==================== mem_dma_flat
Fig. 1: mem_dma_flat, the metal 2 layer
Drawn at 4 px/um. Cells faint in the background.
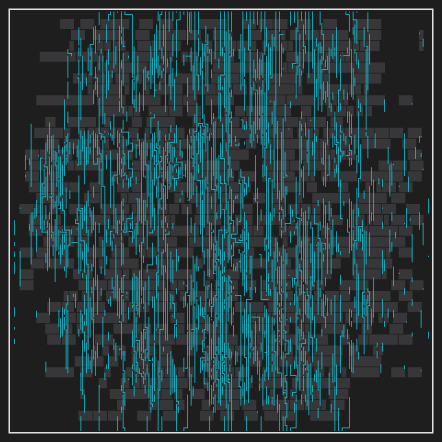

<file path="src/rtl/mem_dma_if.sv">
// mem_dma_if: request/response memory bus shared by the memory controller
// and any additional initiator such as mem_dma.
//
// Handshake: an initiator may raise MEM_exec for exactly one cycle, and only
// in a cycle where it sampled MEM_ready high. MEM_write/MEM_size/MEM_addr/
// MEM_data_out are valid in that cycle. The responder later pulses
// MEM_data_ready for one cycle to complete the transaction. On a read,
// MEM_data_in is valid while MEM_data_ready is high.
//
// Signals:
//   MEM_ready      responder -> initiator  responder idle, exec accepted
//   MEM_exec       initiator -> responder  one-cycle transaction request
//   MEM_write      initiator -> responder  1 = write, 0 = read
//   MEM_size       initiator -> responder  transfer size code
//   MEM_addr       initiator -> responder  transaction address
//   MEM_data_out   initiator -> responder  write data
//   MEM_data_in    responder -> initiator  read data
//   MEM_data_ready responder -> initiator  transaction-complete pulse
interface mem_dma_if;
  logic        MEM_ready;
  logic        MEM_exec;
  logic        MEM_write;
  logic [1:0]  MEM_size;
  logic [15:0] MEM_addr;
  logic [15:0] MEM_data_out;
  logic [15:0] MEM_data_in;
  logic        MEM_data_ready;

  modport master (
    input  MEM_ready, MEM_data_in, MEM_data_ready,
    output MEM_exec, MEM_write, MEM_size, MEM_addr, MEM_data_out
  );

  modport slave (
    output MEM_ready, MEM_data_in, MEM_data_ready,
    input  MEM_exec, MEM_write, MEM_size, MEM_addr, MEM_data_out
  );
endinterface

</file>
<file path="src/rtl/mem_dma.sv">
// mem_dma: memory-to-memory block copy engine. After a start pulse it copies
// I_len 16-bit words from I_src to I_dst, one bus read followed by one bus
// write per word, holding an arbiter request for the whole copy.
//
// Ports:
//   I_clk, I_reset    clock, synchronous active-high reset
//   I_start           start pulse, honoured only while idle
//   I_src/I_dst/I_len source, destination, word count (latched on start)
//   O_busy            copy in progress
//   O_done            one-cycle completion pulse
//   O_bus_req         bus request to arbiter
//   I_bus_grant       bus grant from arbiter
//   mem               memory bus, initiator side
//   O_state           debug view of the FSM state (state_e encoding)
module mem_dma #(
  parameter logic [1:0] SIZE_WORD = 2'b10,
  parameter int         ADDR_STEP = 2
) (
  input  logic        I_clk,
  input  logic        I_reset,
  input  logic        I_start,
  input  logic [15:0] I_src,
  input  logic [15:0] I_dst,
  input  logic [15:0] I_len,
  output logic        O_busy,
  output logic        O_done,
  output logic        O_bus_req,
  input  logic        I_bus_grant,
  mem_dma_if.master   mem,
  output logic [2:0]  O_state
);

  typedef enum logic [2:0] {
    IDLE    = 3'd0,
    RD_REQ  = 3'd1,
    RD_WAIT = 3'd2,
    WR_REQ  = 3'd3,
    WR_WAIT = 3'd4,
    DONE    = 3'd5
  } state_e;

  localparam logic [15:0] STEP = 16'(ADDR_STEP);

  state_e      state_q, state_d;
  logic [15:0] src_q, src_d;
  logic [15:0] dst_q, dst_d;
  logic [15:0] count_q, count_d;
  logic [15:0] buf_q, buf_d;
  logic        exec_q, exec_d;
  logic        write_q, write_d;
  logic [15:0] addr_q, addr_d;
  logic [15:0] data_out_q, data_out_d;
  logic        busy_q, busy_d;
  logic        done_q, done_d;
  logic        bus_req_q, bus_req_d;

  logic        can_issue;
  assign can_issue = I_bus_grant && mem.MEM_ready;

  always_ff @(posedge I_clk) begin
    if (I_reset) begin
      state_q    <= IDLE;
      src_q      <= '0;
      dst_q      <= '0;
      count_q    <= '0;
      buf_q      <= '0;
      exec_q     <= 1'b0;
      write_q    <= 1'b0;
      addr_q     <= '0;
      data_out_q <= '0;
      busy_q     <= 1'b0;
      done_q     <= 1'b0;
      bus_req_q  <= 1'b0;
    end else begin
      state_q    <= state_d;
      src_q      <= src_d;
      dst_q      <= dst_d;
      count_q    <= count_d;
      buf_q      <= buf_d;
      exec_q     <= exec_d;
      write_q    <= write_d;
      addr_q     <= addr_d;
      data_out_q <= data_out_d;
      busy_q     <= busy_d;
      done_q     <= done_d;
      bus_req_q  <= bus_req_d;
    end
  end

  always_comb begin
    state_d    = state_q;
    src_d      = src_q;
    dst_d      = dst_q;
    count_d    = count_q;
    buf_d      = buf_q;
    exec_d     = 1'b0;   // exec is a single-cycle pulse
    write_d    = write_q;
    addr_d     = addr_q;
    data_out_d = data_out_q;
    busy_d     = busy_q;
    done_d     = 1'b0;
    bus_req_d  = bus_req_q;

    case (state_q)
      IDLE: begin
        if (I_start) begin
          src_d   = I_src;
          dst_d   = I_dst;
          count_d = I_len;
          if (I_len == 16'd0) begin
            // Empty copy: report completion without touching the bus.
            state_d = DONE;
          end else begin
            busy_d    = 1'b1;
            bus_req_d = 1'b1;
            state_d   = RD_REQ;
          end
        end
      end
      RD_REQ: begin
        if (can_issue) begin
          exec_d  = 1'b1;
          write_d = 1'b0;
          addr_d  = src_q;
          state_d = RD_WAIT;
        end
      end
      RD_WAIT: begin
        if (mem.MEM_data_ready) begin
          buf_d   = mem.MEM_data_in;
          state_d = WR_REQ;
        end
      end
      WR_REQ: begin
        if (can_issue) begin
          exec_d     = 1'b1;
          write_d    = 1'b1;
          addr_d     = dst_q;
          data_out_d = buf_q;
          state_d    = WR_WAIT;
        end
      end
      WR_WAIT: begin
        if (mem.MEM_data_ready) begin
          // Addresses wrap naturally at 16 bits.
          src_d   = src_q + STEP;
          dst_d   = dst_q + STEP;
          count_d = count_q - 16'd1;
          state_d = (count_q == 16'd1) ? DONE : RD_REQ;
        end
      end
      DONE: begin
        done_d    = 1'b1;
        busy_d    = 1'b0;
        bus_req_d = 1'b0;
        write_d   = 1'b0;
        state_d   = IDLE;
      end
      default: state_d = IDLE;
    endcase
  end

  assign mem.MEM_exec     = exec_q;
  assign mem.MEM_write    = write_q;
  assign mem.MEM_size     = SIZE_WORD;
  assign mem.MEM_addr     = addr_q;
  assign mem.MEM_data_out = data_out_q;
  assign O_busy           = busy_q;
  assign O_done           = done_q;
  assign O_bus_req        = bus_req_q;
  assign O_state          = state_q;

  // buf_q is only consumed through data_out_d; count/src/dst stay internal.
endmodule

</file>
<file path="src/flat_wrapper.sv">
// flat-port wrapper written by rule: the top's interface ports become plain ports
module mem_dma_flat 
#(
  parameter logic [1:0] SIZE_WORD = 2'b10,
  parameter int         ADDR_STEP = 2
)
  (I_clk, I_reset, I_start, I_src, I_dst, I_len, O_busy, O_done, O_bus_req, I_bus_grant, O_state, mem_MEM_ready, mem_MEM_data_in, mem_MEM_data_ready, mem_MEM_exec, mem_MEM_write, mem_MEM_size, mem_MEM_addr, mem_MEM_data_out);
  mem_dma_if mem_i ();
  input  logic I_clk;
  input  logic I_reset;
  input  logic I_start;
  input  logic [15:0] I_src;
  input  logic [15:0] I_dst;
  input  logic [15:0] I_len;
  output logic O_busy;
  output logic O_done;
  output logic O_bus_req;
  input  logic I_bus_grant;
  output logic [2:0] O_state;
  input wire logic [$bits(mem_i.MEM_ready)-1:0] mem_MEM_ready;
  input wire logic [$bits(mem_i.MEM_data_in)-1:0] mem_MEM_data_in;
  input wire logic [$bits(mem_i.MEM_data_ready)-1:0] mem_MEM_data_ready;
  output wire logic [$bits(mem_i.MEM_exec)-1:0] mem_MEM_exec;
  output wire logic [$bits(mem_i.MEM_write)-1:0] mem_MEM_write;
  output wire logic [$bits(mem_i.MEM_size)-1:0] mem_MEM_size;
  output wire logic [$bits(mem_i.MEM_addr)-1:0] mem_MEM_addr;
  output wire logic [$bits(mem_i.MEM_data_out)-1:0] mem_MEM_data_out;
  assign mem_i.MEM_ready = mem_MEM_ready;
  assign mem_i.MEM_data_in = mem_MEM_data_in;
  assign mem_i.MEM_data_ready = mem_MEM_data_ready;
  assign mem_MEM_exec = mem_i.MEM_exec;
  assign mem_MEM_write = mem_i.MEM_write;
  assign mem_MEM_size = mem_i.MEM_size;
  assign mem_MEM_addr = mem_i.MEM_addr;
  assign mem_MEM_data_out = mem_i.MEM_data_out;
  mem_dma #(.SIZE_WORD(SIZE_WORD), .ADDR_STEP(ADDR_STEP)) u_core (.I_clk(I_clk), .I_reset(I_reset), .I_start(I_start), .I_src(I_src), .I_dst(I_dst), .I_len(I_len), .O_busy(O_busy), .O_done(O_done), .O_bus_req(O_bus_req), .I_bus_grant(I_bus_grant), .mem(mem_i), .O_state(O_state));
endmodule
</file>
<file path="config.mk">
export PLATFORM = sky130hd
export DESIGN_NAME = mem_dma_flat
export DESIGN_NICKNAME = d
export VERILOG_FILES = /design/src/rtl/mem_dma_if.sv /design/src/rtl/mem_dma.sv /design/src/flat_wrapper.sv
export SDC_FILE = /design/constraint.sdc
export NUM_CORES = 1
export LEC_CHECK = 0
export CORE_MARGIN = 2
export CORE_UTILIZATION = 51
export CTS_CLUSTER_SIZE = 8
export DETAILED_ROUTE_END_ITERATION = 10
export GPL_ROUTABILITY_DRIVEN = 0
export PLACE_DENSITY = 0.8
export SLEW_MARGIN = 20
export SYNTH_ARGS = -nofsm -noshare
export SYNTH_HDL_FRONTEND = slang
export SYNTH_SLANG_ARGS = --single-unit
export TNS_END_PERCENT = 5
</file>
<file path="constraint.sdc">
create_clock -name I_clk -period 2.3 [get_ports I_clk]
set_input_delay 0.46 -clock I_clk [delete_from_list [all_inputs] [get_ports I_clk]]
set_output_delay 0.46 -clock I_clk [all_outputs]
set_load 0.01 [all_outputs]
</file>
==================== multicycle_controller
==> src/rtl/multicycle_controller.sv <==
// Multicycle MIPS-subset control unit: FETCH/DECODE/EXEC/MEM/WB sequencing,
// memory wait time-out, and sticky HALT/FAULT states.
module multicycle_controller #(
    parameter int unsigned TIMEOUT_CYCLES = 255
) (
    input  logic       clk,
    input  logic       rst,
    input  logic [5:0] opcode,
    input  logic [5:0] funct,
    input  logic       alu_zf,
    input  logic       imem_ready,
    input  logic       dmem_ready,
    output logic       imem_req,
    output logic       dmem_req,
    output logic       ir_wren,
    output logic       pc_wren,
    output logic [2:0] pc_control,
    output logic       reg_file_wren,
    output logic       data_mem_wren,
    output logic       reg_file_rmux_sel,
    output logic       reg_file_dmux_sel,
    output logic       alu_mux_sel,
    output logic [3:0] alu_op,
    output logic       retire,
    output logic       illegal,
    output logic       halted,
    output logic       fault,
    output logic [2:0] state
);

    typedef enum logic [2:0] {
        S_FETCH  = 3'd0,
        S_DECODE = 3'd1,
        S_EXEC   = 3'd2,
        S_MEM    = 3'd3,
        S_WB     = 3'd4,
        S_HALT   = 3'd5,
        S_FAULT  = 3'd6
    } state_t;

    typedef enum logic [2:0] {
        C_RALU = 3'd0,
        C_JR   = 3'd1,
        C_ADDI = 3'd2,
        C_LW   = 3'd3,
        C_SW   = 3'd4,
        C_BEQ  = 3'd5,
        C_BNE  = 3'd6,
        C_BAD  = 3'd7
    } iclass_t;

    localparam logic [7:0] TIMEOUT_LIM = 8'(TIMEOUT_CYCLES);

    // j and halt are resolved in DECODE directly, so they map to C_BAD here.
    function automatic iclass_t decode_class(input logic [5:0] op, input logic [5:0] fn);
        iclass_t c;
        case (op)
            6'h00: begin
                case (fn)
                    6'h20, 6'h22, 6'h24, 6'h25, 6'h2A: c = C_RALU;
                    6'h08:                             c = C_JR;
                    default:                           c = C_BAD;
                endcase
            end
            6'h08:   c = C_ADDI;
            6'h23:   c = C_LW;
            6'h2B:   c = C_SW;
            6'h04:   c = C_BEQ;
            6'h05:   c = C_BNE;
            default: c = C_BAD;
        endcase
        return c;
    endfunction

    function automatic logic [3:0] r_alu_op(input logic [5:0] fn);
        logic [3:0] o;
        case (fn)
            6'h20:   o = 4'd0;
            6'h22:   o = 4'd1;
            6'h24:   o = 4'd2;
            6'h25:   o = 4'd3;
            6'h2A:   o = 4'd4;
            default: o = 4'd0;
        endcase
        return o;
    endfunction

    state_t     state_r, next_state_s;
    iclass_t    class_r;
    logic [3:0] ralu_op_r;
    logic [7:0] wait_cnt_r, wait_cnt_s;

    logic       imem_req_s, dmem_req_s, ir_wren_s, pc_wren_s;
    logic [2:0] pc_control_s;
    logic       rf_wren_s, dm_wren_s, rmux_s, dmux_s, alu_mux_s;
    logic [3:0] alu_op_s;
    logic       retire_s, illegal_s;

    // State, wait counter and latched instruction class.
    always_ff @(posedge clk) begin
        if (rst) begin
            state_r    <= S_FETCH;
            wait_cnt_r <= 8'd0;
            class_r    <= C_BAD;
            ralu_op_r  <= 4'd0;
        end else begin
            state_r    <= next_state_s;
            wait_cnt_r <= wait_cnt_s;
            if (state_r == S_DECODE) begin
                class_r   <= decode_class(opcode, funct);
                ralu_op_r <= r_alu_op(funct);
            end else begin
                class_r   <= class_r;
                ralu_op_r <= ralu_op_r;
            end
        end
    end

    // Next-state and per-state control outputs; the counter defaults to 0,
    // which covers clearing on ready and on entry to FETCH/MEM.
    always_comb begin
        next_state_s = state_r;
        wait_cnt_s   = 8'd0;
        imem_req_s   = 1'b0;
        dmem_req_s   = 1'b0;
        ir_wren_s    = 1'b0;
        pc_wren_s    = 1'b0;
        pc_control_s = 3'b000;
        rf_wren_s    = 1'b0;
        dm_wren_s    = 1'b0;
        rmux_s       = 1'b0;
        dmux_s       = 1'b0;
        alu_mux_s    = 1'b0;
        alu_op_s     = 4'd0;
        retire_s     = 1'b0;
        illegal_s    = 1'b0;
        case (state_r)
            S_FETCH: begin
                imem_req_s = 1'b1;
                if (imem_ready) begin
                    ir_wren_s    = 1'b1;
                    pc_wren_s    = 1'b1;
                    pc_control_s = 3'b001;
                    next_state_s = S_DECODE;
                end else if (wait_cnt_r == TIMEOUT_LIM - 8'd1) begin
                    next_state_s = S_FAULT;
                end else begin
                    wait_cnt_s = wait_cnt_r + 8'd1;
                end
            end
            S_DECODE: begin
                if (opcode == 6'h3F) begin
                    next_state_s = S_HALT;
                end else if (opcode == 6'h02) begin
                    pc_wren_s    = 1'b1;
                    pc_control_s = 3'b010;
                    retire_s     = 1'b1;
                    next_state_s = S_FETCH;
                end else if (decode_class(opcode, funct) != C_BAD) begin
                    next_state_s = S_EXEC;
                end else begin
                    illegal_s    = 1'b1;
                    next_state_s = S_FETCH;
                end
            end
            S_EXEC: begin
                case (class_r)
                    C_RALU: begin
                        alu_op_s     = ralu_op_r;
                        next_state_s = S_WB;
                    end
                    C_JR: begin
                        pc_wren_s    = 1'b1;
                        pc_control_s = 3'b100;
                        retire_s     = 1'b1;
                        next_state_s = S_FETCH;
                    end
                    C_ADDI: begin
                        alu_mux_s    = 1'b1;
                        next_state_s = S_WB;
                    end
                    C_LW, C_SW: begin
                        alu_mux_s    = 1'b1;
                        next_state_s = S_MEM;
                    end
                    C_BEQ, C_BNE: begin
                        alu_op_s = 4'd1;
                        retire_s = 1'b1;
                        if ((class_r == C_BEQ) ? alu_zf : !alu_zf) begin
                            pc_wren_s    = 1'b1;
                            pc_control_s = 3'b011;
                        end else begin
                            pc_wren_s    = 1'b0;
                        end
                        next_state_s = S_FETCH;
                    end
                    default: next_state_s = S_FETCH;
                endcase
            end
            S_MEM: begin
                dmem_req_s = 1'b1;
                alu_mux_s  = 1'b1;
                dm_wren_s  = (class_r == C_SW);
                if (dmem_ready) begin
                    retire_s     = (class_r == C_SW);
                    next_state_s = (class_r == C_SW) ? S_FETCH : S_WB;
                end else if (wait_cnt_r == TIMEOUT_LIM - 8'd1) begin
                    next_state_s = S_FAULT;
                end else begin
                    wait_cnt_s = wait_cnt_r + 8'd1;
                end
            end
            S_WB: begin
                rf_wren_s    = 1'b1;
                rmux_s       = (class_r == C_RALU);
                dmux_s       = (class_r != C_LW);
                retire_s     = 1'b1;
                next_state_s = S_FETCH;
            end
            S_HALT:  next_state_s = S_HALT;
            S_FAULT: next_state_s = S_FAULT;
            default: next_state_s = S_FETCH;
        endcase
    end

    // Reset forces every request and enable low, even mid-MEM.
    assign imem_req          = imem_req_s & ~rst;
    assign dmem_req          = dmem_req_s & ~rst;
    assign ir_wren           = ir_wren_s & ~rst;
    assign pc_wren           = pc_wren_s & ~rst;
    assign pc_control        = rst ? 3'b000 : pc_control_s;
    assign reg_file_wren     = rf_wren_s & ~rst;
    assign data_mem_wren     = dm_wren_s & ~rst;
    assign reg_file_rmux_sel = rmux_s & ~rst;
    assign reg_file_dmux_sel = dmux_s & ~rst;
    assign alu_mux_sel       = alu_mux_s & ~rst;
    assign alu_op            = rst ? 4'd0 : alu_op_s;
    assign retire            = retire_s & ~rst;
    assign illegal           = illegal_s & ~rst;
    assign halted            = (state_r == S_HALT);
    assign fault             = (state_r == S_FAULT);
    assign state             = state_r;

endmodule

==> config.mk <==
export PLATFORM = sky130hd
export DESIGN_NAME = multicycle_controller
export DESIGN_NICKNAME = d
export VERILOG_FILES = /design/src/rtl/multicycle_controller.sv
export SDC_FILE = /design/constraint.sdc
export NUM_CORES = 1
export LEC_CHECK = 0
export CORE_ASPECT_RATIO = 0.9
export CORE_MARGIN = 2
export CORE_UTILIZATION = 49
export DETAILED_ROUTE_END_ITERATION = 16
export PLACE_DENSITY = 0.81
export SYNTH_ARGS = -nofsm -noshare
export SYNTH_HDL_FRONTEND = slang
export SYNTH_SLANG_ARGS = --single-unit
==> constraint.sdc <==
create_clock -name clk -period 1.73 [get_ports clk]
set_input_delay 0.173 -clock clk [delete_from_list [all_inputs] [get_ports clk]]
set_output_delay 0.173 -clock clk [all_outputs]
set_load 0.05 [all_outputs]
Fig. 2: mem_dma_flat, cells colored by class
Drawn at 4 px/um. Fill, decap, tap and diode cells in gray.
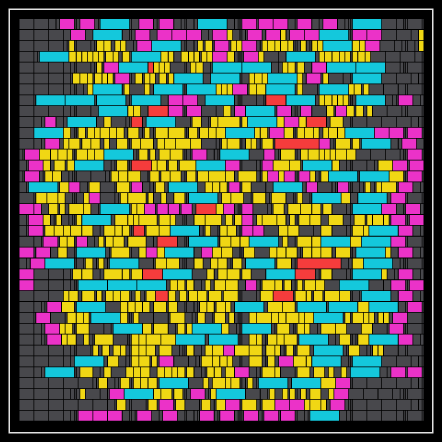
[yellow] combinational and other logic | cells: 508 | share of their area: 45%
[red] clock drivers and dummy loads | cells: 15 | share of their area: 3.2%
[magenta] other buffers and delay cells | cells: 139 | share of their area: 20%
[cyan] flops | cells: 103 | share of their area: 31%

About Fig. 1:
wire length on this layer: 6720 um
longest straight run: 38.2 um
main direction: vertical

==> results.tsv, mem_dma_flat <==
metric	value	unit
arrival	2.45	ns
ios	112	
nNonClkBuffers	139	
regToRegEndpoint	u_core.O_state[2]	
comb_area	2928	um2
warnings	27	
ir_drop	0.2860	mV
wl_met1	6.353	mm
leakagePower	2.252	nW
placed_area	6513	um2
rsz0062_at_grt	no	
p_int	2.807	mW
num_vias	5464	
htree_levels	3	
fin_skew	0.01212	ns
cts_resized	0	
routed-wl-met3	1.041	mm
pg_clk	1.24	mW
cp.required	2.59	ns
yosysTopAreaCellShare	39.23	%
swShare	27.52	%
status	completed	
r2r_slack	0.14	ns
final_common_cell	clkdlybuf4s50_1	
viasPerCell	6.064	
layout.cells.non_filler	901	
avgSynthCellArea	7.857	um2
==> mem_dma_flat: worst max-delay path: stages (launching register included) <==
cell and delay [ns]:
dfxtp_1 0.37, or4_1 0.56, or3_4 0.38, or4_4 0.50, a221oi_2 0.27
==> mem_dma_flat: state kept, by name (all words and copies together) (netlist names) <==
signal / count
u_core.mem.MEM_exec: 1
u_core.O_done: 1
u_core.mem.MEM_addr: 16
u_core.dst_q: 16
u_core.src_q: 16
u_core.mem.MEM_write: 1
u_core.buf_q: 16
u_core.O_state: 3
u_core.mem.MEM_data_out: 16
u_core.count_q: 16
u_core.O_busy: 1
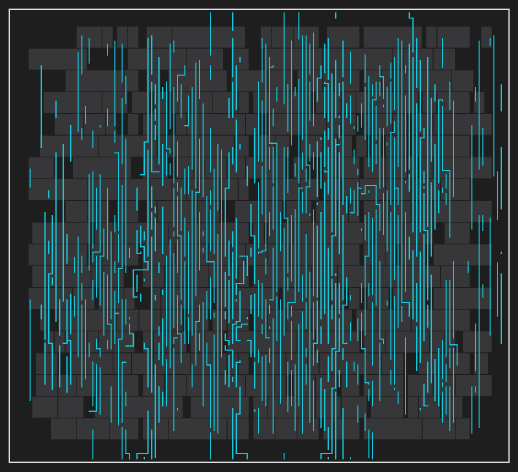
Fig. 3. The metal 2 layer (multicycle_controller).
Drawn at 8 px/um. Cells faint in the background.
wire length on this layer: 2920 um
main direction: vertical
longest straight run: 32.6 um

==> results.tsv, multicycle_controller <==
metric	value	unit
status	complete, but fails checks	
violations	setup timing	
area_growth	78.78	%
leakagePower	1.111	nW
postSynthSeqShare	22.72	%
hp-class	input port to flip-flop	
ys_types	61	
regToRegEndpoint	wait_cnt_r[1]	
warnings	30	
layout_setup_ws	-0.2292	ns
largest_reg_flops	8	
max_stage_delay	0.42	ns
grt.total_usage	32.03	%
synthArstFlopShare	0	%
ios	40	
synthMostInstantiatedCell	nor2_1	
yosysTopAreaCellShare	22.72	%
num_vias	2000	
synth-edff-count	0	
met1_usage	40.55	%
xor_area_share	4.094	%
mostFrequentLayoutCells	buf_4 (45), nor2_1 (24), buf_12 (19)	
placed_area	2394	um2
grt_busiest_layer	met2	
compound_area_share	23.31	%
grt_use_met3	6.814	%
clkSinkCount	17	
finalClockPeriodUsage	113.2	%
overflow	0	
fmax	0.5104	GHz
ff_type	dfxtp_1	
whs_path_depth	5	
setup_viol_count_final	13	
hold_ws	0.4849	ns
r2r_slack	0.12	ns
use_met2	54.50	%
avgSynthCellArea	7.451	um2
coreArea	2995	um2
top_register	wait_cnt_r	
## multicycle_controller: report_power, final
part / switching [mW] / leakage [nW] / internal, mW
combinational: 0.207 / 0.957 / 0.166
sequential: 0.00730 / 0.139 / 0.392
clock: 0.133 / 0.0150 / 0.0901
## multicycle_controller: final cells by class
cell class,instances,area [um2],area share (%)
well taps,42,52.55,1.963
repair buffers,87,953.4,35.61
flip-flops and latches,17,360.3,13.46
multi-input cells,160,1244,46.45
clock buffers,4,26.28,0.9813
inverters,9,41.29,1.542

## Gallery

Clock distribution.
picture 1
Drawn at 8 px/um.
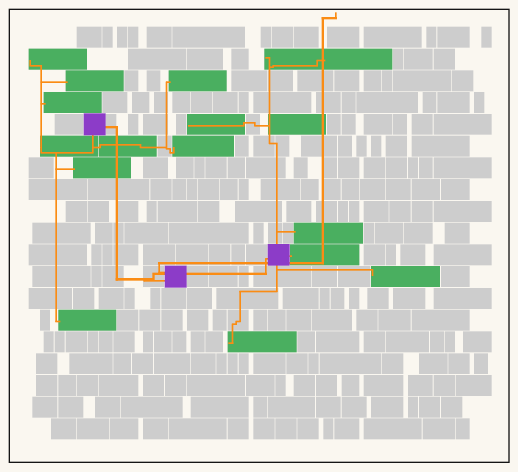
picture 2
Drawn at 4 px/um.
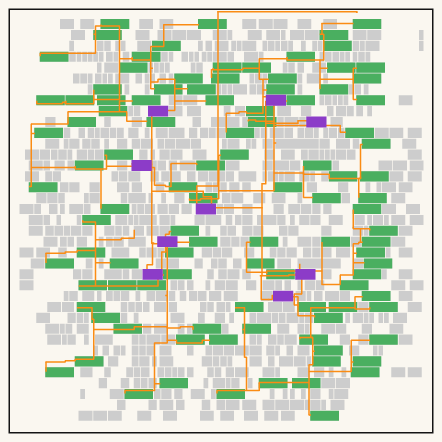
| picture | from |
|---|---|
| picture 1 | multicycle_controller |
| picture 2 | mem_dma_flat |
The one with the most sequential cells is picture 2.
The one with the largest die is picture 2.

Key to picture 1:
[green] flip-flops | count: 17
[purple] clock drivers | count: 3
[orange] clock wires | length: 252 um
routed clock nets: 4



## Gallery

The clock network.
panel A
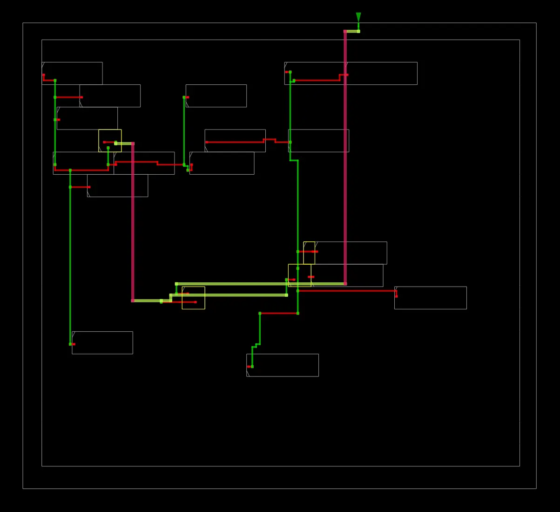
panel B
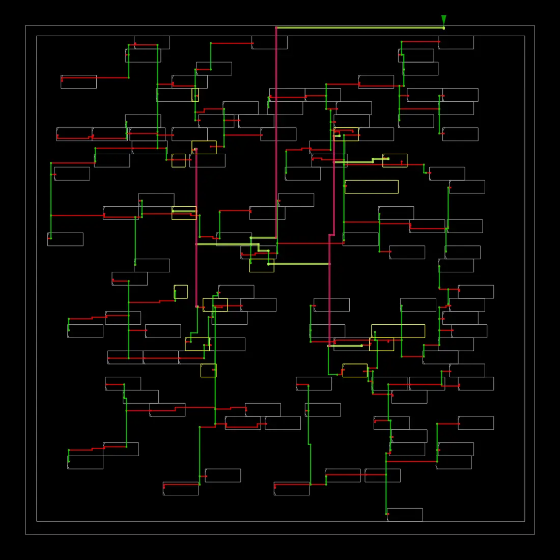
- mem_dma_flat = panel B
- multicycle_controller = panel A
Of these, most clock buffers: panel B
Of these, most sequential cells: panel B

Power figures rest on the tool's default switching activity, not on a simulated workload.
